=== design 1 ===
Figure 1. Metal 2 (design 1).
Cells faint in the background.
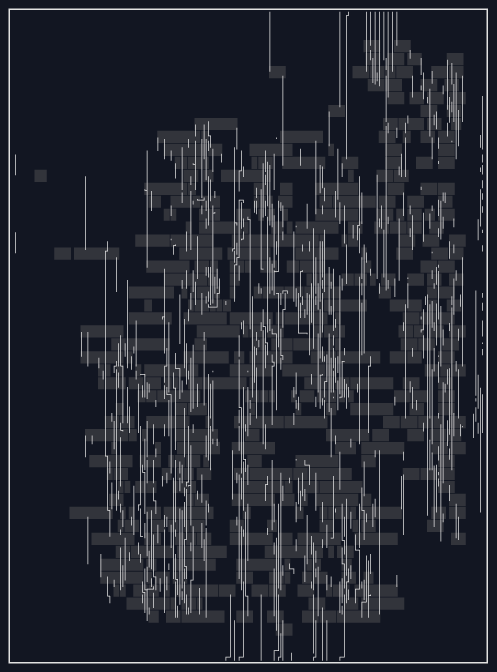
==> config.mk <==
export PLATFORM = sky130hd
export DESIGN_NAME = cpu_step_controller
export DESIGN_NICKNAME = d
export VERILOG_FILES = /design/src/rtl/cpu_ctrl_pkg.sv /design/src/rtl/button_debouncer.sv /design/src/rtl/cpu_step_controller.sv
export SDC_FILE = /design/constraint.sdc
export NUM_CORES = 1
export LEC_CHECK = 0
export ABC_CLOCK_PERIOD_IN_PS = 3600
export CAP_MARGIN = 20
export CORE_ASPECT_RATIO = 1.4
export CORE_MARGIN = 4
export CORE_UTILIZATION = 30
export DETAILED_ROUTE_END_ITERATION = 7
export REMOVE_ABC_BUFFERS = 1
export SETUP_SLACK_MARGIN = 0.15
export SLEW_MARGIN = 40
export SYNTH_ARGS = -nofsm -noshare
export SYNTH_HDL_FRONTEND = slang
export SYNTH_SLANG_ARGS = --single-unit
==> constraint.sdc <==
create_clock -name clk -period 3.6 [get_ports clk]
set_clock_uncertainty 0.05 [all_clocks]
set_input_delay 0.72 -clock clk [delete_from_list [all_inputs] [get_ports clk]]
set_output_delay 0.72 -clock clk [all_outputs]
set_load 0.02 [all_outputs]
==> src/rtl/cpu_ctrl_pkg.sv <==
// Shared types and defaults for the RISC-V core execution controller.
package cpu_ctrl_pkg;

  typedef enum logic [1:0] {
    ST_STOP = 2'b00,
    ST_STEP = 2'b01,
    ST_RUN  = 2'b10,
    ST_HALT = 2'b11
  } ctrl_state_t;

  // 20 ms of stable button level at 50 MHz.
  localparam int unsigned DEBOUNCE_CYCLES_DEF = 1000000;
  // 2 Hz free-run rate at 50 MHz.
  localparam int unsigned RUN_DIV_DEF         = 25000000;
  localparam int unsigned CNT_W_DEF           = 16;

  // Bits needed for a counter that runs 0..n-1 (at least one bit).
  function automatic int unsigned cnt_width(input int unsigned n);
    return (n < 2) ? 1 : $clog2(n);
  endfunction

endpackage

==> src/rtl/button_debouncer.sv <==
// Synchronizes a raw active-low button, filters contact bounce and emits a
// one-cycle press pulse when the settled level falls from released to pressed.
module button_debouncer
  import cpu_ctrl_pkg::*;
#(
  parameter int unsigned DEBOUNCE_CYCLES = DEBOUNCE_CYCLES_DEF
) (
  input  logic clk,
  input  logic reset,
  input  logic btn_n,
  output logic level,
  output logic press
);

  localparam int unsigned    CW   = cnt_width(DEBOUNCE_CYCLES);
  localparam logic [CW-1:0]  LAST = CW'(DEBOUNCE_CYCLES - 1);

  logic          sync1_q, sync2_q;
  logic          level_q, level_d;
  logic          press_q, press_d;
  logic [CW-1:0] cnt_q, cnt_d;

  // Two-flop synchronizer; idles at 1 (button released) out of reset.
  always_ff @(posedge clk or negedge reset) begin
    if (!reset) begin
      sync1_q <= 1'b1;
      sync2_q <= 1'b1;
    end else begin
      sync1_q <= btn_n;
      sync2_q <= sync1_q;
    end
  end

  // Count consecutive cycles the input disagrees with the settled level;
  // any agreement restarts the count, so bounces never reach the limit.
  always_comb begin
    cnt_d   = '0;
    level_d = level_q;
    press_d = 1'b0;
    if (sync2_q != level_q) begin
      if (cnt_q == LAST) begin
        level_d = sync2_q;
        press_d = ~sync2_q;
      end else begin
        cnt_d = cnt_q + CW'(1);
      end
    end
  end

  // Debounce state registers.
  always_ff @(posedge clk or negedge reset) begin
    if (!reset) begin
      cnt_q   <= '0;
      level_q <= 1'b1;
      press_q <= 1'b0;
    end else begin
      cnt_q   <= cnt_d;
      level_q <= level_d;
      press_q <= press_d;
    end
  end

  assign level = level_q;
  assign press = press_q;

endmodule

==> src/rtl/cpu_step_controller.sv <==
// Execution controller for the single-cycle RISC-V core: drives a one-cycle
// clock enable for single-step, divided free-run and PC breakpoint halt.
module cpu_step_controller
  import cpu_ctrl_pkg::*;
#(
  parameter int unsigned DEBOUNCE_CYCLES = DEBOUNCE_CYCLES_DEF,
  parameter int unsigned RUN_DIV         = RUN_DIV_DEF,
  parameter int unsigned CNT_W           = CNT_W_DEF
) (
  input  logic              clk,
  input  logic              reset,
  input  logic              step_btn_n,
  input  logic              run_sw,
  input  logic              bp_en,
  input  logic [31:0]       bp_addr,
  input  logic [31:0]       pc,
  output logic              cpu_en,
  output ctrl_state_t       state,
  output logic              halted,
  output logic [CNT_W-1:0]  step_count
);

  localparam int unsigned   DW       = cnt_width(RUN_DIV);
  localparam logic [DW-1:0] DIV_LAST = DW'(RUN_DIV - 1);

  logic             btn_level, btn_press, press_ok;
  logic             run_s1_q, run_s2_q;
  ctrl_state_t      state_q, state_d;
  logic [DW-1:0]    div_q, div_d;
  logic             en_q, en_d;
  logic [CNT_W-1:0] cnt_q, cnt_d;
  logic             bp_hit, div_tc;

  button_debouncer #(
    .DEBOUNCE_CYCLES (DEBOUNCE_CYCLES)
  ) u_step_btn (
    .clk   (clk),
    .reset (reset),
    .btn_n (step_btn_n),
    .level (btn_level),
    .press (btn_press)
  );

  // A press is only honoured while the settled level reads pressed.
  assign press_ok = btn_press & ~btn_level;

  assign bp_hit = bp_en && (pc == bp_addr);
  assign div_tc = (div_q == DIV_LAST);

  // Run switch is a level control and only needs metastability protection.
  always_ff @(posedge clk or negedge reset) begin
    if (!reset) begin
      run_s1_q <= 1'b0;
      run_s2_q <= 1'b0;
    end else begin
      run_s1_q <= run_sw;
      run_s2_q <= run_s1_q;
    end
  end

  // Next state, divider and enable; the divider only advances in ST_RUN and
  // is cleared everywhere else so each run starts a full period.
  always_comb begin
    state_d = state_q;
    div_d   = '0;
    en_d    = 1'b0;
    case (state_q)
      ST_STOP: begin
        if (run_s2_q) begin
          state_d = ST_RUN;
        end else if (press_ok) begin
          state_d = ST_STEP;
          en_d    = 1'b1;
        end
      end
      ST_STEP: begin
        state_d = run_s2_q ? ST_RUN : ST_STOP;
      end
      ST_RUN: begin
        if (!run_s2_q) begin
          state_d = ST_STOP;
        end else if (div_tc) begin
          if (bp_hit) begin
            state_d = ST_HALT;
          end else begin
            en_d = 1'b1;
          end
        end else begin
          div_d = div_q + DW'(1);
        end
      end
      ST_HALT: begin
        if (!run_s2_q) begin
          state_d = ST_STOP;
        end else if (press_ok) begin
          state_d = ST_STEP;
          en_d    = 1'b1;
        end
      end
      default: state_d = ST_STOP;
    endcase
    cnt_d = cnt_q + {{(CNT_W-1){1'b0}}, en_d};
  end

  // Controller registers; the enable is registered so it is glitch-free.
  always_ff @(posedge clk or negedge reset) begin
    if (!reset) begin
      state_q <= ST_STOP;
      div_q   <= '0;
      en_q    <= 1'b0;
      cnt_q   <= '0;
    end else begin
      state_q <= state_d;
      div_q   <= div_d;
      en_q    <= en_d;
      cnt_q   <= cnt_d;
    end
  end

  assign cpu_en     = en_q;
  assign state      = state_q;
  assign halted     = (state_q == ST_HALT);
  assign step_count = cnt_q;

endmodule

==> run notes <==
Implementation progress

The run finished with clean final reports. The register with the most flip-flops in the layout has 25 of them. The yosys warning tally stands at 0. The count of flip-flops with a built-in enable after synthesis stands at 0. In the synthesized netlist, the dominant kind of combinational cell is simple AND/OR/NAND/NOR gates. The placement stage leaves a total instance area of approximately 4600 um2. The final sum of negative setup slack stands at 0 ps. Yosys instantiated no cell more often than sky130_fd_sc_hd__dfrtp_1. The average footprint of a synthesized cell stands at about 10 um2. Summing the areas of all xor and xnor instances in the mapped netlist gives 21.68% of the synthesized area. Per the detail_route report, vias per standard cell equal 4.697. The number of warnings reported in the stage logs is 25. The number of global-route vias before repair stands at 2898.

The synthesized netlist contains 31 unique library cells. For this design the total switching power over the nets is 0.3866 mW. Per report_power, the sequential group accounts for 46.4% of the total. The cell area that synthesis handed to floorplanning was 3555 um2.

After synthesis, the most frequently instantiated cells are 67 x sky130_fd_sc_hd__dfrtp_1, 60 x sky130_fd_sc_hd__nor2_1, 51 x sky130_fd_sc_hd__xor2_1, 37 x sky130_fd_sc_hd__xnor2_1, 21 x sky130_fd_sc_hd__nand3_1. Looking at the clock tree report, the H-tree level count equals 3. The floorplan die height stands at 136.8 um. The most common logic cells in the final layout are 87 x sky130_fd_sc_hd__clkdlybuf4s50_1, 67 x sky130_fd_sc_hd__dfrtp_1, 60 x sky130_fd_sc_hd__nor2_1. Counting pins that exceed their max-slew limit in the final report gives 0. CTS added clock buffers totalling 9. The clock network accounts for 45.3% of the total power. The final critical-path share of the clock period stands at 85.53%. In the setup report, the worst path falls into the class in2reg.

The total iterations of the first detailed-routing run stands at 4. The share of final-layout standard cells stronger than drive strength 1 stands at 6.000%. Yosys reports that the leading cell type by area covers a little under half of the netlist area.

Counting flops per register, the top entry is div_q.
About Figure 1:
The longest straight run is 46.2 um. The layer holds 50% of the routed length.

-- per-layer routing --
| metal | GRT usage (%) | wire length, um |
|---|---|---|
| met5 | 0 | 0 |
| met2 | 21.16 | 4018 |
| met1 | 13.96 | 3373 |
| met4 | 4.719 | 139 |
| met3 | 3.723 | 525 |
-- final timing paths --
kind / start / to / slack, ps / cells after the start
max: bp_addr[6] / step_count[10] / 520 / 12
min: reset / u_step_btn.cnt_q[11] / 290 / 1
max reg2reg: div_q[7] / step_count[10] / 660 / 11
min reg2reg: run_s1_q / run_s2_q / 300 / 0
max in group asynchronous: reset / u_step_btn.level / 2610 / 2
min in group clk: run_s1_q / run_s2_q / 300 / 0
-- area by class of cell --
type / instances / area (um2)
timing repair buffer: 90 / 905.9
fill: 1120 / 6591
sequential: 70 / 1755
clock buffer: 9 / 225.2
clock inverter: 6 / 40.04
multi-input combinational: 263 / 1710
tap: 144 / 180.2
inverter: 12 / 45.04
-- per-stage QoR --
step / total power, mW / setup WS (ps)
4_1_cts: 1.759 / 427.6
3_5_place_dp: 0.9631 / 102.7
2_1_floorplan: 0.8532 / 957.2
5_1_grt: 1.805 / 299.6
3_3_place_gp: 0.9605 / 223.4
6_report: 1.729 / 521.0

=== design 2 ===
Figure 2. Placed standard cells (design 2).
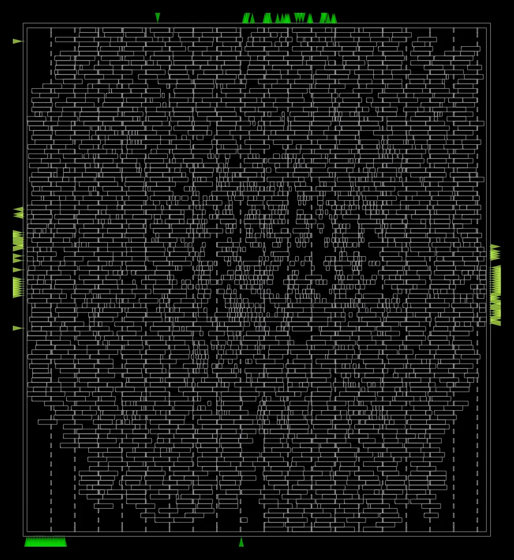
File: src/rtl/ppl_datamem_sized_if.sv
// MEM-stage data memory bus: request from the pipeline, load data/status back.
interface ppl_datamem_sized_if;
  logic [31:0] addr;
  logic [31:0] dataIn;
  logic        mWriteMem;
  logic        mReadMem;
  logic [1:0]  mSize;
  logic        mSigned;
  logic [31:0] dataOut;
  logic        misaligned;
  logic        ready;

  modport master (
    output addr, dataIn, mWriteMem, mReadMem, mSize, mSigned,
    input  dataOut, misaligned, ready
  );

  modport slave (
    input  addr, dataIn, mWriteMem, mReadMem, mSize, mSigned,
    output dataOut, misaligned, ready
  );
endinterface

File: src/rtl/ppl_datamem_sized.sv
// Sized data memory: byte-lane stores, extended sub-word loads, registered
// read port, misalignment flag and a post-reset zeroing sweep.
module ppl_datamem_sized #(
  parameter int ADDR_BITS      = 5,
  parameter int BASE_LSB       = 2,
  parameter int CLEAR_ON_RESET = 1
) (
  input  logic                 clk,
  input  logic                 reset,
  ppl_datamem_sized_if.slave   bus
);
  localparam int DEPTH     = 2 ** ADDR_BITS;
  localparam int NUM_LANES = 4;

  typedef enum logic {ST_CLEAR, ST_READY} state_t;

  state_t                state_q, state_d;
  logic [ADDR_BITS-1:0]  clr_cnt_q, clr_cnt_d;
  logic [31:0]           data_out_q, data_out_d;
  logic                  misaligned_q, misaligned_d;

  logic [NUM_LANES-1:0][7:0] mem [DEPTH];

  logic [ADDR_BITS-1:0]      idx;
  logic [1:0]                bsel;
  logic                      mis;
  logic                      req_ok;
  logic                      wr_ok;
  logic [NUM_LANES-1:0]      lane_we;
  logic [NUM_LANES-1:0][7:0] wbyte;
  logic [NUM_LANES-1:0][7:0] rd_word;
  logic [NUM_LANES-1:0][7:0] merged;
  logic [31:0]               ld_data;

  logic                      ram_we;
  logic [ADDR_BITS-1:0]      ram_idx;
  logic [NUM_LANES-1:0]      ram_be;
  logic [NUM_LANES-1:0][7:0] ram_wdata;

  // Upper address bits are dropped so addresses alias modulo the depth.
  assign idx     = bus.addr[BASE_LSB+ADDR_BITS-1:BASE_LSB];
  assign bsel    = bus.addr[1:0];
  assign rd_word = mem[idx];
  assign req_ok  = (state_q == ST_READY) && !mis;
  assign wr_ok   = req_ok && bus.mWriteMem;

  // Alignment check: halves need addr[0]=0, words (and reserved size) addr[1:0]=0.
  always_comb begin
    mis = 1'b0;
    case (bus.mSize)
      2'b00:   mis = 1'b0;
      2'b01:   mis = bus.addr[0];
      default: mis = (bus.addr[1:0] != 2'b00);
    endcase
  end

  // Per-lane store enable and store byte; merged is the word as it reads
  // after this cycle's store, which gives write-first loads.
  for (genvar l = 0; l < NUM_LANES; l++) begin : g_lane
    localparam logic [1:0] LANE = 2'(l);
    assign lane_we[l] = wr_ok &&
                        ((bus.mSize == 2'b00) ? (bsel == LANE) :
                         (bus.mSize == 2'b01) ? (bsel[1] == LANE[1]) : 1'b1);
    assign wbyte[l]   = (bus.mSize == 2'b00) ? bus.dataIn[7:0] :
                        (bus.mSize == 2'b01) ? (LANE[0] ? bus.dataIn[15:8] : bus.dataIn[7:0]) :
                                               bus.dataIn[8*l +: 8];
    assign merged[l]  = lane_we[l] ? wbyte[l] : rd_word[l];
  end

  // Load extraction: shift selected lane(s) to bit 0, then sign/zero extend.
  always_comb begin
    logic [7:0]  b;
    logic [15:0] h;
    b       = merged[bsel];
    h       = {merged[{bsel[1], 1'b1}], merged[{bsel[1], 1'b0}]};
    ld_data = merged;
    case (bus.mSize)
      2'b00:   ld_data = {{24{bus.mSigned & b[7]}}, b};
      2'b01:   ld_data = {{16{bus.mSigned & h[15]}}, h};
      default: ld_data = merged;
    endcase
  end

  // Next-state for FSM, clear counter and registered outputs.
  always_comb begin
    state_d      = state_q;
    clr_cnt_d    = clr_cnt_q;
    data_out_d   = data_out_q;
    misaligned_d = 1'b0;
    case (state_q)
      ST_CLEAR: begin
        clr_cnt_d = clr_cnt_q + 1'b1;
        if (clr_cnt_q == ADDR_BITS'(DEPTH - 1)) state_d = ST_READY;
      end
      default: begin
        misaligned_d = (bus.mWriteMem || bus.mReadMem) && mis;
        if (req_ok && bus.mReadMem) data_out_d = ld_data;
      end
    endcase
  end

  // RAM write port: sweep zeros during CLEAR, byte-lane stores in READY.
  always_comb begin
    ram_we    = 1'b0;
    ram_idx   = idx;
    ram_be    = '0;
    ram_wdata = wbyte;
    if (state_q == ST_CLEAR) begin
      ram_we    = 1'b1;
      ram_idx   = clr_cnt_q;
      ram_be    = '1;
      ram_wdata = '0;
    end else if (wr_ok) begin
      ram_we = 1'b1;
      ram_be = lane_we;
    end
  end

  // State, counter and output registers.
  always_ff @(posedge clk or posedge reset) begin
    if (reset) begin
      state_q      <= (CLEAR_ON_RESET != 0) ? ST_CLEAR : ST_READY;
      clr_cnt_q    <= '0;
      data_out_q   <= '0;
      misaligned_q <= 1'b0;
    end else begin
      state_q      <= state_d;
      clr_cnt_q    <= clr_cnt_d;
      data_out_q   <= data_out_d;
      misaligned_q <= misaligned_d;
    end
  end

  // RAM array; contents survive reset and are zeroed by the sweep instead.
  always_ff @(posedge clk) begin
    if (ram_we) begin
      for (int l = 0; l < NUM_LANES; l++) begin
        if (ram_be[l]) mem[ram_idx][l] <= ram_wdata[l];
      end
    end
  end

  assign bus.dataOut    = data_out_q;
  assign bus.misaligned = misaligned_q;
  assign bus.ready      = (state_q == ST_READY);
endmodule

File: src/flat_wrapper.sv
// flat-port wrapper written by rule: the top's interface ports become plain ports
module ppl_datamem_sized_flat 
#(
  parameter int ADDR_BITS      = 5,
  parameter int BASE_LSB       = 2,
  parameter int CLEAR_ON_RESET = 1
)
  (clk, reset, bus_addr, bus_dataIn, bus_mWriteMem, bus_mReadMem, bus_mSize, bus_mSigned, bus_dataOut, bus_misaligned, bus_ready);
  ppl_datamem_sized_if bus_i ();
  input  logic clk;
  input  logic reset;
  input wire logic [$bits(bus_i.addr)-1:0] bus_addr;
  input wire logic [$bits(bus_i.dataIn)-1:0] bus_dataIn;
  input wire logic [$bits(bus_i.mWriteMem)-1:0] bus_mWriteMem;
  input wire logic [$bits(bus_i.mReadMem)-1:0] bus_mReadMem;
  input wire logic [$bits(bus_i.mSize)-1:0] bus_mSize;
  input wire logic [$bits(bus_i.mSigned)-1:0] bus_mSigned;
  output wire logic [$bits(bus_i.dataOut)-1:0] bus_dataOut;
  output wire logic [$bits(bus_i.misaligned)-1:0] bus_misaligned;
  output wire logic [$bits(bus_i.ready)-1:0] bus_ready;
  assign bus_i.addr = bus_addr;
  assign bus_i.dataIn = bus_dataIn;
  assign bus_i.mWriteMem = bus_mWriteMem;
  assign bus_i.mReadMem = bus_mReadMem;
  assign bus_i.mSize = bus_mSize;
  assign bus_i.mSigned = bus_mSigned;
  assign bus_dataOut = bus_i.dataOut;
  assign bus_misaligned = bus_i.misaligned;
  assign bus_ready = bus_i.ready;
  ppl_datamem_sized #(.ADDR_BITS(ADDR_BITS), .BASE_LSB(BASE_LSB), .CLEAR_ON_RESET(CLEAR_ON_RESET)) u_core (.clk(clk), .reset(reset), .bus(bus_i));
endmodule
File: config.mk
export PLATFORM = sky130hd
export DESIGN_NAME = ppl_datamem_sized_flat
export DESIGN_NICKNAME = d
export VERILOG_FILES = /design/src/rtl/ppl_datamem_sized_if.sv /design/src/rtl/ppl_datamem_sized.sv /design/src/flat_wrapper.sv
export SDC_FILE = /design/constraint.sdc
export NUM_CORES = 1
export LEC_CHECK = 0
export CAP_MARGIN = 10
export CORE_ASPECT_RATIO = 1.1
export CORE_MARGIN = 2
export CORE_UTILIZATION = 55
export CTS_CLUSTER_DIAMETER = 120
export DETAILED_ROUTE_END_ITERATION = 16
export PLACE_DENSITY_LB_ADDON = 0.15
export SLEW_MARGIN = 10
export SYNTH_ARGS = -nofsm -noshare
export SYNTH_HDL_FRONTEND = slang
export SYNTH_SLANG_ARGS = --single-unit
File: constraint.sdc
create_clock -name clk -period 6.5 [get_ports clk]
set_clock_uncertainty 0.05 [all_clocks]
set_input_delay 1.3 -clock clk [delete_from_list [all_inputs] [get_ports clk]]
set_output_delay 1.3 -clock clk [all_outputs]
set_load 0.005 [all_outputs]
==> run notes <==
Implementation progress

The clock buffer count stands at ~120. The run finished with clean final reports. The total number of H-tree levels stands at 3. The synthesis log from Yosys contains 0 warnings. Of the total power, combinational logic draws 7.7%. The DRC violations left stands at 0.

The cell sequence reported for the critical path is clkdlybuf4s50_1 -> o21a_1 -> or4_1 -> and2_1 -> nor3_1 -> buf_4. The power per standard cell area stands at 296.1 nW/um2. The layout filler cell count stands at ~5500. The hold buffer count at cts stands at 0.

The number of post-CTS setup repair buffers stands at 0. The registers of the reported paths see a clock transition of 60 ps. The wire-length estimate of the detail-placed layout is 76.33 mm.

The cell family contributing the most delay on the critical path is simple AND/OR/NAND/NOR gates. The global-route wire length before repair stands at 167.6 mm. Per the layout report, the design carries roughly 240 non-clock buffers. The total number of clock tree sinks stands at 1063. The combinational group power stands at roughly 1.1 mW. The met3 wire length stands at 11.44 mm.
## Picture notes: Figure 2
tapcells inserted: 1045
core outline area: 78650 um2
fin cells: 3611
number of flip-flops and latches: 1063
sequential cell area share: 64.28%

## cells in the final DEF, fill, tap and decap left out, types with 17 or more instances in the layout
cell and instances:
sky130_fd_sc_hd__clkinv_1 17, sky130_fd_sc_hd__mux2i_1 91, sky130_fd_sc_hd__clkbuf_16 102, sky130_fd_sc_hd__mux4_2 240
sky130_fd_sc_hd__nor2_1 111, sky130_fd_sc_hd__a22oi_1 30, sky130_fd_sc_hd__nor3_1 99, sky130_fd_sc_hd__buf_4 154
sky130_fd_sc_hd__nand3_1 29, sky130_fd_sc_hd__and2_1 18, sky130_fd_sc_hd__o22ai_1 22, sky130_fd_sc_hd__mux4_1 17
sky130_fd_sc_hd__edfxtp_1 1024, sky130_fd_sc_hd__a31oi_1 23, sky130_fd_sc_hd__a21oi_1 46, sky130_fd_sc_hd__clkinv_2 18
sky130_fd_sc_hd__clkdlybuf4s50_1 73, sky130_fd_sc_hd__dfrtp_1 38, sky130_fd_sc_hd__o21ai_0 45, sky130_fd_sc_hd__clkbuf_1 22
sky130_fd_sc_hd__nand2_1 99

=== design 3 ===
Figure 3. Placed standard cells (design 3).
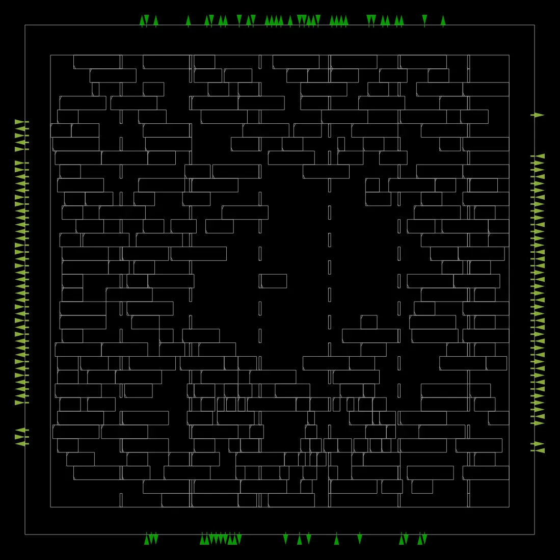
==> config.mk <==
export PLATFORM = sky130hd
export DESIGN_NAME = sif_master
export DESIGN_NICKNAME = d
export VERILOG_FILES = /design/src/rtl/sif_master.sv
export SDC_FILE = /design/constraint.sdc
export NUM_CORES = 1
export LEC_CHECK = 0
export CELL_PAD_IN_SITES_DETAIL_PLACEMENT = 0
export CELL_PAD_IN_SITES_GLOBAL_PLACEMENT = 1
export CORE_MARGIN = 5
export CORE_UTILIZATION = 45
export DETAILED_ROUTE_END_ITERATION = 8
export DONT_BUFFER_PORTS = 1
export PLACE_DENSITY = 0.76
export SLEW_MARGIN = 20
export SYNTH_ARGS = -nofsm -noshare
export SYNTH_HDL_FRONTEND = slang
export SYNTH_SLANG_ARGS = --single-unit
==> constraint.sdc <==
create_clock -name clk -period 1.7 [get_ports clk]
set_input_delay 0.255 -clock clk [delete_from_list [all_inputs] [get_ports clk]]
set_output_delay 0.255 -clock clk [all_outputs]
set_load 0.02 [all_outputs]
==> src/rtl/sif_master.sv <==
// sif_master: single-command bus master that drives two target ports.
// The X port supports both writes and reads; the W port supports writes only.
// Each accepted command runs to completion before the next is taken; all outputs are registered.
//   clk, rst_b           : clock and asynchronous active-low reset
//   cmd_*                : valid/ready command input (port select, rd/wr, addr, data)
//   xa_*                 : X port strobes, address, write data, and read data return
//   wa_*                 : W port write strobe, address, and write data
//   rsp_*                : valid/ready read response output
//   cmd_err, busy        : illegal-command pulse and activity flag
module sif_master #(
  parameter int ADDR_W = 16,
  parameter int DATA_W = 16,
  parameter int RD_LAT = 1
) (
  input  logic              clk,
  input  logic              rst_b,
  input  logic              cmd_valid,
  output logic              cmd_ready,
  input  logic              cmd_port,
  input  logic              cmd_wr,
  input  logic [ADDR_W-1:0] cmd_addr,
  input  logic [DATA_W-1:0] cmd_data,
  output logic              xa_wr_s,
  output logic              xa_rd_s,
  output logic [ADDR_W-1:0] xa_addr,
  output logic [DATA_W-1:0] xa_data_wr,
  input  logic [DATA_W-1:0] xa_data_rd,
  output logic              wa_wr_s,
  output logic [ADDR_W-1:0] wa_addr,
  output logic [DATA_W-1:0] wa_data_wr,
  output logic              rsp_valid,
  output logic [DATA_W-1:0] rsp_data,
  input  logic              rsp_ready,
  output logic              cmd_err,
  output logic              busy
);

  typedef enum logic [2:0] {
    IDLE    = 3'd0,
    WRITE   = 3'd1,
    READ    = 3'd2,
    RD_WAIT = 3'd3,
    RESP    = 3'd4
  } state_t;

  // The wait counter is wide enough for RD_LAT up to 4 (RD_LAT-1 <= 3).
  localparam int CNT_W = 3;

  state_t            state, state_nxt;
  logic [CNT_W-1:0]  cnt, cnt_nxt;

  logic              cmd_ready_nxt;
  logic              xa_wr_s_nxt;
  logic              xa_rd_s_nxt;
  logic [ADDR_W-1:0] xa_addr_nxt;
  logic [DATA_W-1:0] xa_data_wr_nxt;
  logic              wa_wr_s_nxt;
  logic [ADDR_W-1:0] wa_addr_nxt;
  logic [DATA_W-1:0] wa_data_wr_nxt;
  logic              rsp_valid_nxt;
  logic [DATA_W-1:0] rsp_data_nxt;
  logic              cmd_err_nxt;
  logic              busy_nxt;

  // State and every output are registered together, so each output reflects
  // the state it belongs to in the same cycle.
  always_ff @(posedge clk or negedge rst_b) begin
    if (!rst_b) begin
      state      <= IDLE;
      cnt        <= '0;
      cmd_ready  <= 1'b0;
      xa_wr_s    <= 1'b0;
      xa_rd_s    <= 1'b0;
      xa_addr    <= '0;
      xa_data_wr <= '0;
      wa_wr_s    <= 1'b0;
      wa_addr    <= '0;
      wa_data_wr <= '0;
      rsp_valid  <= 1'b0;
      rsp_data   <= '0;
      cmd_err    <= 1'b0;
      busy       <= 1'b0;
    end else begin
      state      <= state_nxt;
      cnt        <= cnt_nxt;
      cmd_ready  <= cmd_ready_nxt;
      xa_wr_s    <= xa_wr_s_nxt;
      xa_rd_s    <= xa_rd_s_nxt;
      xa_addr    <= xa_addr_nxt;
      xa_data_wr <= xa_data_wr_nxt;
      wa_wr_s    <= wa_wr_s_nxt;
      wa_addr    <= wa_addr_nxt;
      wa_data_wr <= wa_data_wr_nxt;
      rsp_valid  <= rsp_valid_nxt;
      rsp_data   <= rsp_data_nxt;
      cmd_err    <= cmd_err_nxt;
      busy       <= busy_nxt;
    end
  end

  always_comb begin
    // Defaults: strobes and the error flag are single-cycle pulses; the address,
    // data, and response registers hold their values.
    state_nxt      = state;
    cnt_nxt        = cnt;
    xa_wr_s_nxt    = 1'b0;
    xa_rd_s_nxt    = 1'b0;
    wa_wr_s_nxt    = 1'b0;
    xa_addr_nxt    = xa_addr;
    xa_data_wr_nxt = xa_data_wr;
    wa_addr_nxt    = wa_addr;
    wa_data_wr_nxt = wa_data_wr;
    rsp_valid_nxt  = rsp_valid;
    rsp_data_nxt   = rsp_data;
    cmd_err_nxt    = 1'b0;

    case (state)
      IDLE: begin
        // cmd_ready is the registered flag, so nothing is accepted in the first
        // cycle after reset release.
        if (cmd_valid && cmd_ready) begin
          if (cmd_wr) begin
            // The strobe is launched at the accept edge, so it is high during
            // the WRITE cycle.
            state_nxt = WRITE;
            if (cmd_port) begin
              wa_wr_s_nxt    = 1'b1;
              wa_addr_nxt    = cmd_addr;
              wa_data_wr_nxt = cmd_data;
            end else begin
              xa_wr_s_nxt    = 1'b1;
              xa_addr_nxt    = cmd_addr;
              xa_data_wr_nxt = cmd_data;
            end
          end else if (!cmd_port) begin
            state_nxt   = READ;
            xa_rd_s_nxt = 1'b1;
            xa_addr_nxt = cmd_addr;
          end else begin
            // The W port cannot be read: consume the command and flag it.
            cmd_err_nxt = 1'b1;
          end
        end
      end

      WRITE: begin
        state_nxt = IDLE;
      end

      READ: begin
        // Spend RD_LAT cycles in RD_WAIT; the last one ends on the capture edge.
        state_nxt = RD_WAIT;
        cnt_nxt   = CNT_W'(RD_LAT - 1);
      end

      RD_WAIT: begin
        if (cnt == '0) begin
          rsp_data_nxt  = xa_data_rd;
          rsp_valid_nxt = 1'b1;
          state_nxt     = RESP;
        end else begin
          cnt_nxt = cnt - CNT_W'(1);
        end
      end

      RESP: begin
        if (rsp_ready) begin
          rsp_valid_nxt = 1'b0;
          state_nxt     = IDLE;
        end
      end

      default: begin
        state_nxt     = IDLE;
        rsp_valid_nxt = 1'b0;
      end
    endcase

    cmd_ready_nxt = (state_nxt == IDLE);
    busy_nxt      = (state_nxt != IDLE);
  end

endmodule

==> run notes <==
Implementation progress

The clock network accounts for 18.4% of the total power. The launch point of the worst register-to-register path is recorded as state[1]. The detailed-route wire length per cell stands at 19.77 um. The number of slew-limit violations in the final report stands at 0. The post-synth design cell area stands at 3741 um2. The count of nets left with antenna violations after detail routing stands at 0.

The post-layout utilization of the core stands at between 50% and 60%. The slew of the pin with the lowest slew margin stands at 274.2 ps. The critical path depth in cells stands at 4.

The number of flip-flops and latches in the synthesized netlist stands at between 90 and 100. Relative to the synthesized area, the layout overhead comes to 10.67%. The cell sequence reported for the critical path is nor3b_4 -> and4_4 -> buf_12 -> mux2_2.

Before placement the cells fill 45.76% of the core. In this run, the synthesized area fraction spent on adder and majority cells is recorded as 0.6689%. The placed cell area stands at 3884 um2. The number of warnings reported in the stage logs is 29. The worst hold-check slack stands at -400.4 ps. 0 antenna diodes ended up in the layout. The post-route netlist has 46.69% of its cells at a drive strength greater than 1. The main area contributors are sky130_fd_sc_hd__dfrtp_1 62%, sky130_fd_sc_hd__mux2_2 15%, sky130_fd_sc_hd__mux2_4 12%. STA classifies the critical path endpoint as a register. The flow ran to the end, but the final reports show violations. The finished layout holds 347 standard cells, fillers aside. Pin placement for this block handled 141 I/O pins.

The final reports fail on hold timing. Leaving out fill and tap cells, the most frequent cell in the layout is sky130_fd_sc_hd__dfrtp_1. Input and output buffers added on the ports amount to 0. The final hold violation count stands at around 93. The fraction of power spent switching nets stands at 38.24%.
About Figure 3:
number of flip-flops and latches: 93
tapcells inserted: 105
Core Rows: 33
number of fill cells in the layout: 720

[area by class of cell]
type | instances | area [um2]
timing repair buffer | 13 | 152.6
clock buffer | 11 | 131.4
multi-input combinational | 116 | 1296
sequential | 93 | 2330
inverter | 4 | 15.01
fill | 720 | 4035
tap | 105 | 131.4
clock inverter | 5 | 83.83
[per-stage QoR]
step	hold slack, ps	total power [mW]	worst slack (ps)
after floorplan	-40.59	6.496	1.132
after global placement	-37.97	6.947	87.46
after detailed placement	-38.34	7.029	59.09
after CTS	-429.0	8.637	38.94
after global routing	-434.5	8.989	18.48
final	-400.4	8.512	88.20
[power groups by stage]
| stage | clock (mW) | sequential, mW | combinational [mW] |
|---|---|---|---|
| floorplan | 0 | 5.03 | 1.46 |
| global placement | 0 | 5.29 | 1.66 |
| detailed placement | 0 | 5.30 | 1.73 |
| CTS | 1.64 | 5.27 | 1.73 |
| global route | 1.73 | 5.38 | 1.88 |
| finish | 1.57 | 5.23 | 1.71 |
[routing by layer]
metal | vias up | track usage [%] | part of all wire (%)
met4 | 0 | 5.215 | 1.1
met3 | 7 | 6.680 | 13
met2 | 94 | 19.47 | 46
li1 | 813 | - | -
met5 | - | 0 | 0
met1 | 922 | 17.40 | 40

=== design 4 ===
[config.mk]
export PLATFORM = sky130hd
export DESIGN_NAME = l2_sum_serializer
export DESIGN_NICKNAME = d
export VERILOG_FILES = /design/src/rtl/l2_sum_serializer.sv
export SDC_FILE = /design/constraint.sdc
export NUM_CORES = 1
export LEC_CHECK = 0
export CORE_ASPECT_RATIO = 1.75
export CORE_MARGIN = 5
export CORE_UTILIZATION = 39
export CTS_BUF_LIST = sky130_fd_sc_hd__clkbuf_8
export CTS_CLUSTER_DIAMETER = 80
export CTS_CLUSTER_SIZE = 20
export DETAILED_ROUTE_END_ITERATION = 12
export GPL_TIMING_DRIVEN = 0
export PLACE_DENSITY_LB_ADDON = 0.12
export SETUP_SLACK_MARGIN = 0.5
export SLEW_MARGIN = 30
export SYNTH_ARGS = -nofsm -noshare
export SYNTH_HDL_FRONTEND = slang
export SYNTH_SLANG_ARGS = --single-unit
export TNS_END_PERCENT = 1
[constraint.sdc]
create_clock -name clk -period 3.97 [get_ports clk]
set_input_delay 0.794 -clock clk [delete_from_list [all_inputs] [get_ports clk]]
set_output_delay 0.794 -clock clk [all_outputs]
set_load 0.03 [all_outputs]
[src/rtl/l2_sum_serializer.sv]
// Serializes one packed word of lane sums into a lane-per-beat valid/ready stream.
// Optional macro L2_SERIALIZER_ZERO_SKIP_EN suppresses beats for all-zero lanes.
module l2_sum_serializer #(
    parameter int data_width = 17,
    parameter int array_size = 4,
    parameter int idx_width  = 2
) (
    input  logic                               clk,
    input  logic                               reset,
    input  logic                               in_valid,
    output logic                               in_ready,
    input  logic [array_size*(data_width+1)-1:0] in_word,
    output logic                               out_valid,
    input  logic                               out_ready,
    output logic [data_width:0]                out_lane,
    output logic [idx_width-1:0]               out_idx,
    output logic                               out_last,
    output logic                               busy
);

    localparam int LANE_W = data_width + 1;
    localparam int WORD_W = array_size * LANE_W;

    typedef enum logic {
        IDLE  = 1'b0,
        SHIFT = 1'b1
    } state_t;

    state_t                r_state;
    state_t                w_state_nxt;
    logic [WORD_W-1:0]     r_word;
    logic [WORD_W-1:0]     w_word_nxt;
    logic [WORD_W-1:0]     w_src_word;
    logic [array_size-1:0] r_mask;
    logic [array_size-1:0] w_mask_nxt;
    logic [array_size-1:0] w_in_mask;
    logic [array_size-1:0] w_src_mask;
    logic [array_size-1:0] w_rem_mask;
    logic [LANE_W-1:0]     r_lane;
    logic [LANE_W-1:0]     w_lane_nxt;
    logic [idx_width-1:0]  r_idx;
    logic [idx_width-1:0]  w_idx_nxt;
    logic [idx_width-1:0]  w_next_idx;
    logic                  r_last;
    logic                  w_last_nxt;
    logic                  r_valid;
    logic                  w_valid_nxt;
    logic                  w_in_ready;
    logic                  w_accept;
    logic                  w_xfer;
    logic                  w_advance;

    function automatic logic [idx_width-1:0] first_set(input logic [array_size-1:0] m);
        first_set = '0;
        for (int i = array_size - 1; i >= 0; i--) begin
            if (m[i]) first_set = idx_width'(i);
        end
    endfunction

    function automatic logic [LANE_W-1:0] lane_of(input logic [WORD_W-1:0] word,
                                                  input logic [idx_width-1:0] idx);
        lane_of = word[int'(idx)*LANE_W +: LANE_W];
    endfunction

    // Lanes eligible for emission; every lane when zero skipping is not built
    always_comb begin
        w_in_mask = '0;
        for (int i = 0; i < array_size; i++) begin
`ifdef L2_SERIALIZER_ZERO_SKIP_EN
            w_in_mask[i] = |in_word[i*LANE_W +: LANE_W];
`else
            w_in_mask[i] = 1'b1;
`endif
        end
    end

    // Input handshake: open in IDLE or while the final beat is being taken
    always_comb begin
        case (r_state)
            IDLE:    w_in_ready = 1'b1;
            SHIFT:   w_in_ready = r_valid & r_last & out_ready;
            default: w_in_ready = 1'b1;
        endcase
    end

    assign w_accept   = in_valid & w_in_ready;
    assign w_xfer     = r_valid & out_ready;
    assign w_advance  = w_accept | (w_xfer & ~r_last);
    assign w_src_word = w_accept ? in_word : r_word;
    assign w_src_mask = w_accept ? w_in_mask : r_mask;
    assign w_next_idx = first_set(w_src_mask);

    // Remaining lanes after the one about to be presented
    always_comb begin
        w_rem_mask             = w_src_mask;
        w_rem_mask[w_next_idx] = 1'b0;
    end

    // Next-state and next-beat selection
    always_comb begin
        w_state_nxt = r_state;
        w_valid_nxt = r_valid;
        w_lane_nxt  = r_lane;
        w_idx_nxt   = r_idx;
        w_last_nxt  = r_last;
        w_mask_nxt  = r_mask;
        w_word_nxt  = w_src_word;
        if (w_advance && (w_src_mask != '0)) begin
            w_state_nxt = SHIFT;
            w_valid_nxt = 1'b1;
            w_lane_nxt  = lane_of(w_src_word, w_next_idx);
            w_idx_nxt   = w_next_idx;
            w_last_nxt  = (w_rem_mask == '0);
            w_mask_nxt  = w_rem_mask;
        end else if (w_accept || (w_xfer && r_last)) begin
            // Word finished (or accepted with nothing to emit): back to IDLE
            w_state_nxt = IDLE;
            w_valid_nxt = 1'b0;
            w_lane_nxt  = '0;
            w_idx_nxt   = '0;
            w_last_nxt  = 1'b0;
            w_mask_nxt  = '0;
        end else begin
            w_state_nxt = r_state;
        end
    end

    // FSM state register
    always_ff @(posedge clk or posedge reset) begin
        if (reset) r_state <= IDLE;
        else       r_state <= w_state_nxt;
    end

    // Word, mask and registered beat outputs
    always_ff @(posedge clk or posedge reset) begin
        if (reset) begin
            r_word  <= '0;
            r_mask  <= '0;
            r_lane  <= '0;
            r_idx   <= '0;
            r_last  <= 1'b0;
            r_valid <= 1'b0;
        end else begin
            r_word  <= w_word_nxt;
            r_mask  <= w_mask_nxt;
            r_lane  <= w_lane_nxt;
            r_idx   <= w_idx_nxt;
            r_last  <= w_last_nxt;
            r_valid <= w_valid_nxt;
        end
    end

    assign in_ready  = w_in_ready;
    assign out_valid = r_valid;
    assign out_lane  = r_lane;
    assign out_idx   = r_idx;
    assign out_last  = r_last;
    assign busy      = (r_state == SHIFT);

endmodule

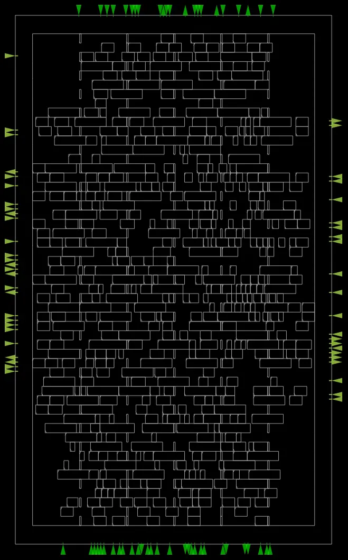
Figure 4: design 4, placed standard cells.
number of fill cells in the layout: 1092
number of flip-flops and latches: 98
core outline area: 11940 um2
fin cells: 664

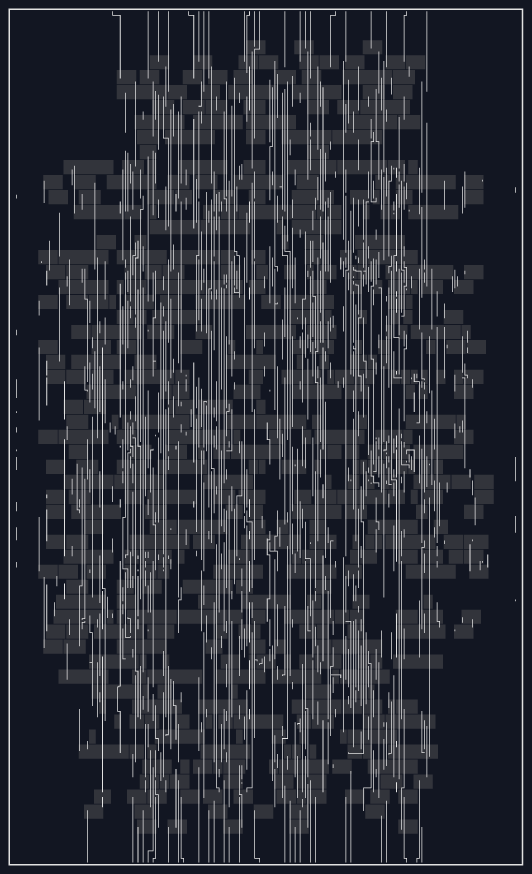
Figure 5: design 4, metal 2.
Cells faint in the background.
540 nets have wire on it. The wires run mostly vertical. The layer holds 55% of the routed length.

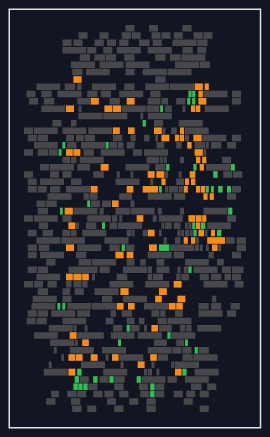
Figure 6: design 4, gate-type map.
Green shows nand cells, cells 47, most used nand2_1. Orange shows aoi and oai cells, cells 84.

==> run notes <==
Implementation progress

Looking at the clock tree report, the H-tree level count equals 3. Summing all placed instances gives a cell area of 5871 um2. The total iterations of the first detailed-routing run stands at 5. The signed area change from the synthesized netlist to the final layout stands at 29.88%.

The pin closest to its max-slew limit shows a slew of 671.0 ps. The worst setup path is captured at an output pin. The number of global-route vias before repair was approximately 3900.

Per the timing report, the achievable frequency comes out to between 300 and 400 MHz. The fraction of met1 tracks used by global routing stands at 22.26%. The worst register-to-register path ends at out_lane[0].

The top cell types in the final layout, fill and taps aside, are 98 x sky130_fd_sc_hd__dfrtp_1, 97 x sky130_fd_sc_hd__clkdlybuf4s50_1, 55 x sky130_fd_sc_hd__mux2_2. Looking at the power breakdown, the clock network takes 14.0% of the total. In the final routing, the length of wire on met1 measures 5.079 mm. The maximum clock path buffer count stands at 2. In the hold report, the worst path ends at r_word[50]. The largest single stage delay on the critical path is 660 ps. The synthesized chip area reported by yosys stands at 4686 um2. The final estimated routing congestion in global placement stands at between 0.8 and 0.9.

The width of the die stands at 92.86 um. The flow ran to the end, and the final reports show no timing, DRC or antenna violations. Internal power comes to 2.943 mW. The worst path arrival time stands at 2260 ps. Using the TritonRoute via totals, the vias-per-cell ratio works out to around 5.5. The row count stands at 53. The number of flip-flops and latches in the synthesized netlist stands at 98. The worst hold path depth stands at 1. The post-synth design cell area stands at 4686 um2.

The number of cells on the worst reg-to-reg path stands at 6. The worst hold-check slack stands at a little over 500 ps. In this run, synthesis inferred 0 flip-flops with an integrated enable. The area of the chip stands at 14390 um2. The cell sitting at the root of the clock tree is a sky130_fd_sc_hd__clkbuf_8.

In this run, flip-flops and latches consume 35.6% of the power. Setup repair after global routing left no endpoint under its margin. Per the detail_route log, the uppermost layer with routed signals is met4. The total number of clock tree sinks stands at approximately 100.
-- power groups by stage --
stage	combinational (mW)	clock [mW]	sequential [mW]
3_3_place_gp	2.43	0	1.77
6_report	2.48	0.690	1.76
3_5_place_dp	2.49	0	1.78
4_1_cts	2.50	0.708	1.76
2_1_floorplan	1.53	0	1.89
5_1_grt	2.68	0.748	1.81
-- logic make-up (layout without fill, tap and decap cells) --
kind of cell / Yosys count / in the layout / synth area share, %
xor gates and xnor gates: 1 / 1 / 0.1870
DFF: 98 / 98 / 52.34
AOI/OAI and AO/OA: 104 / 104 / 16.85
muxes: 70 / 70 / 16.42
buffers and inverters: 55 / 170 / 5.367
and+or+nand+nor: 84 / 84 / 8.839
-- state kept, by name, summed over array words and instances (netlist names) --
register,flops
r_word,72
r_mask,4
out_lane,18
out_valid,1
out_last,1
out_idx,2
-- final cells by class --
cell class	instances	area share (%)
repair buffers	99	16.61
inverters	23	1.542
multi-input cells	259	32.57
well taps	137	2.817
clock inverters	5	1.007
clock buffers	11	2.488
plain buffers	32	2.673
flip-flops and latches	98	40.30

=== design 5 ===
Figure 7. Metal 2 (design 5).
Cells faint in the background.
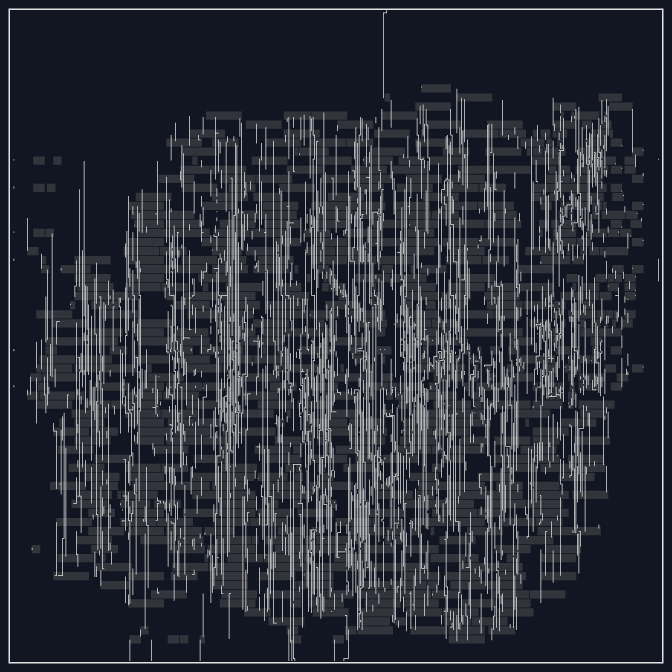
Figure 8. Cell classes on the final placement (design 5).
The bar under the picture is 50 um long.
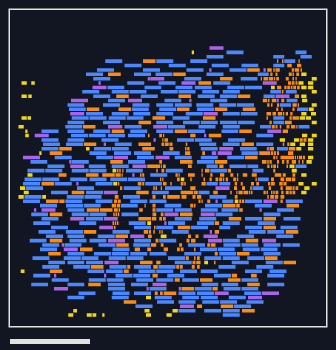
Figure 9. Clock network drawn from the DEF (design 5).
The bar under the picture is 50 um long.
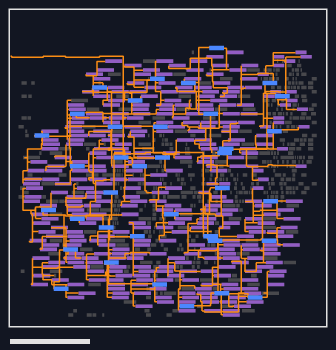
## src/rtl/pc_seq_pkg.sv

```systemverilog
// Shared types and default widths for the program-counter sequencer.
package pc_seq_pkg;

    localparam int unsigned PC_W_DEF   = 10;
    localparam int unsigned LUT_AW_DEF = 5;
    localparam int unsigned CNT_W_DEF  = 16;

    typedef enum logic [1:0] {
        IDLE = 2'd0,
        RUN  = 2'd1,
        DONE = 2'd2
    } pc_state_t;

    typedef enum logic [1:0] {
        SEQ  = 2'd0,
        JUMP = 2'd1,
        HOLD = 2'd2
    } pc_sel_t;

endpackage

```

## src/rtl/jump_lut.sv

```systemverilog
// Jump-target table: one synchronous write port, one combinational read port.
// Entries have no reset; a same-index write and read return the old entry.
module jump_lut
    import pc_seq_pkg::*;
#(
    parameter int unsigned PC_W   = PC_W_DEF,
    parameter int unsigned LUT_AW = LUT_AW_DEF
) (
    input  logic              clk,
    input  logic              i_we,
    input  logic [LUT_AW-1:0] i_waddr,
    input  logic [PC_W-1:0]   i_wdata,
    input  logic [LUT_AW-1:0] i_raddr,
    output logic [PC_W-1:0]   o_rdata_c
);

    localparam int unsigned DEPTH = 1 << LUT_AW;

    logic [PC_W-1:0] r_mem [DEPTH];

    always_ff @(posedge clk) begin
        if (i_we) begin
            r_mem[i_waddr] <= i_wdata;
        end
    end

    assign o_rdata_c = r_mem[i_raddr];

endmodule

```

## src/rtl/pc_sequencer.sv

```systemverilog
// Program counter, next-PC priority mux, run/halt state machine and
// retired-instruction counter for the 8-bit single-cycle core.
module pc_sequencer
    import pc_seq_pkg::*;
#(
    parameter int unsigned PC_W   = PC_W_DEF,
    parameter int unsigned LUT_AW = LUT_AW_DEF,
    parameter int unsigned CNT_W  = CNT_W_DEF
) (
    input  logic              clk,
    input  logic              reset,
    input  logic              start,
    input  logic              stall,
    input  logic              branch_op,
    input  logic              halt_op,
    input  logic              jen,
    input  logic              brc_j,
    input  logic [LUT_AW-1:0] tgt_idx,
    input  logic              lut_we,
    input  logic [LUT_AW-1:0] lut_waddr,
    input  logic [PC_W-1:0]   lut_wdata,
    output logic [PC_W-1:0]   pc,
    output logic              running,
    output logic              done,
    output logic [CNT_W-1:0]  retired
);

    pc_state_t        r_state;
    logic [PC_W-1:0]  r_pc;
    logic [CNT_W-1:0] r_retired;
    logic             r_running;
    logic             r_done;
    logic [PC_W-1:0]  w_tgt;
    pc_sel_t          w_sel;

    jump_lut #(
        .PC_W   (PC_W),
        .LUT_AW (LUT_AW)
    ) u_jump_lut (
        .clk       (clk),
        .i_we      (lut_we),
        .i_waddr   (lut_waddr),
        .i_wdata   (lut_wdata),
        .i_raddr   (tgt_idx),
        .o_rdata_c (w_tgt)
    );

    // Next-PC source: halt beats jump beats taken branch beats sequential.
    always_comb begin
        w_sel = SEQ;
        if (halt_op) begin
            w_sel = HOLD;
        end else if (jen || (branch_op && !brc_j)) begin
            w_sel = JUMP;
        end
    end

    // start outranks stall and every next-PC source; reset outranks start.
    always_ff @(posedge clk) begin
        if (reset) begin
            r_state   <= IDLE;
            r_pc      <= '0;
            r_retired <= '0;
            r_running <= 1'b0;
            r_done    <= 1'b0;
        end else if (start) begin
            r_state   <= RUN;
            r_pc      <= '0;
            r_retired <= '0;
            r_running <= 1'b1;
            r_done    <= 1'b0;
        end else if (r_state == RUN && !stall) begin
            if (r_retired != {CNT_W{1'b1}}) begin
                r_retired <= r_retired + CNT_W'(1);
            end
            case (w_sel)
                HOLD: begin
                    r_state   <= DONE;
                    r_running <= 1'b0;
                    r_done    <= 1'b1;
                end
                JUMP:    r_pc <= w_tgt;
                default: r_pc <= r_pc + PC_W'(1);
            endcase
        end
    end

    assign pc      = r_pc;
    assign running = r_running;
    assign done    = r_done;
    assign retired = r_retired;

endmodule

```

## config.mk

```make
export PLATFORM = sky130hd
export DESIGN_NAME = pc_sequencer
export DESIGN_NICKNAME = d
export VERILOG_FILES = /design/src/rtl/pc_seq_pkg.sv /design/src/rtl/jump_lut.sv /design/src/rtl/pc_sequencer.sv
export SDC_FILE = /design/constraint.sdc
export NUM_CORES = 1
export LEC_CHECK = 0
export CAP_MARGIN = 20
export CORE_MARGIN = 5
export CORE_UTILIZATION = 40
export DETAILED_ROUTE_END_ITERATION = 8
export PLACE_DENSITY = 0.61
export SKIP_CTS_REPAIR_TIMING = 1
export SLEW_MARGIN = 20
export SYNTH_ARGS = -nofsm -noshare
export SYNTH_HDL_FRONTEND = slang
export SYNTH_SLANG_ARGS = --single-unit
```

## constraint.sdc

```tcl
create_clock -name clk -period 7.4 [get_ports clk]
set_clock_uncertainty 0.2 [all_clocks]
set_input_delay 2.22 -clock clk [delete_from_list [all_inputs] [get_ports clk]]
set_output_delay 2.22 -clock clk [all_outputs]
set_load 0.05 [all_outputs]
```

==> run notes <==
Implementation progress

Setup repair after global routing left no endpoint under its margin. The number of top-level pins stands at roughly 57. The iteration-0 DRC count of the detailed router stands at between 600 and 700. The tool flagged a number of max-cap violations equal to 0. The flow ran to the end, and the final reports show no timing, DRC or antenna violations. After synthesis, the netlist uses 63 different library cells.

The initial cell density of the core stands at between 40% and 50%. The yosys warning tally stands at 0. The XOR/XNOR share of the synthesized area stands at less than 1%. Post-route period utilization is reported as approximately three fifths. The sequential group share of total power stands at 51.6%. Per the post-synthesis stats, the area per cell is about 18 um2. TritonCTS built the clock tree. The core region is 34370 um2. In the log, the iteration count for the first detailed-route pass is 6. Power comes to 4.215 mW.
Notes on Figure 7 above:
765 nets have wire on it. The longest straight run is 76.7 um. The layer holds 47% of the routed length. The layer carries 15100 um of wire. The wires run mostly vertical.

Notes on Figure 8 above:
Purple shows clock drivers and dummy loads, cells 67, share of their area 7.7%. Blue shows sequential cells, cells 348, share of their area 65%. Yellow shows remaining buffers and delay cells, cells 71, share of their area 4.2%. Orange shows combinational and other logic, cells 374, share of their area 23%.

Notes on Figure 9 above:
Orange shows clock wires, length 3970 um. Blue shows clock drivers, count 37. Purple shows flip-flops, count 348.
There are 38 routed clock nets. Position of the flops: all over the die.

how the worst min path moves through the flow:
stage	start	endpoint	slack (ps)	cells past startpoint
after CTS	retired[15]	retired[15]	350	2
after floorplan	r_state[0]	r_state[0]	550	2
after global routing	retired[15]	retired[15]	400	2
after global placement	retired[15]	retired[15]	330	2
final	retired[15]	retired[15]	340	2
after detailed placement	retired[15]	retired[15]	340	2
power groups by stage:
| stage | combinational [mW] | sequential [mW] | clock [mW] |
|---|---|---|---|
| global placement | 0.214 | 2.22 | 0 |
| finish | 0.214 | 2.18 | 1.83 |
| floorplan | 0.117 | 2.22 | 0 |
| detailed placement | 0.216 | 2.22 | 0 |
| CTS | 0.216 | 2.18 | 1.86 |
| global route | 0.228 | 2.18 | 1.95 |
per-layer routing:
metal	up-vias	wire length, um	track usage [%]
met2	274	15120	26.08
met5	-	0	0
met1	3844	14200	24.39
met4	0	543	3.569
met3	42	2280	3.248
li1	3247	-	-
logic make-up (layout without fill, tap and decap cells):
logic type,after synthesis,in the layout
DFF,348,348
muxes,92,92
adders and majority gates,2,2
AOI/OAI and AO/OA,76,76
xor gates and xnor gates,13,13
buffers and inverters,37,143
and+or+nand+nor,186,186


==> gallery <==
Gate-type map.
panel A
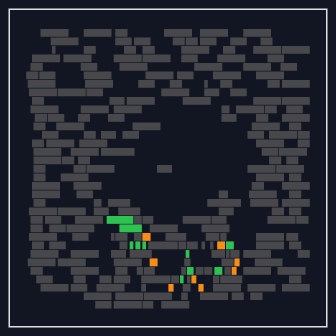
panel B
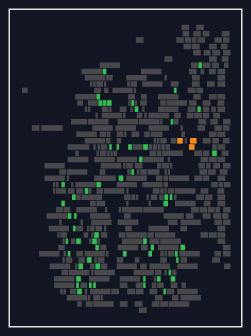
panel C
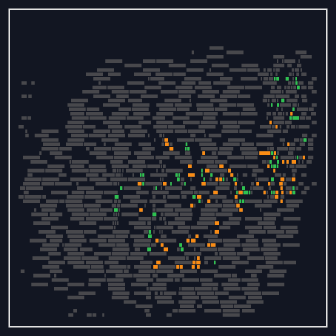
Design 5 is panel C.
Design 3 is panel A.
Design 1 is panel B.
The one with the fewest cells is panel A.
The one with the most cells is panel C.

Key to panel A:
Green shows nand cells, cells 10, most used nand2_1, where south. Orange shows aoi and oai cells, cells 8, most used o21ai_0, where south.

No activity file was given, so power comes from the tool's default toggle rates.
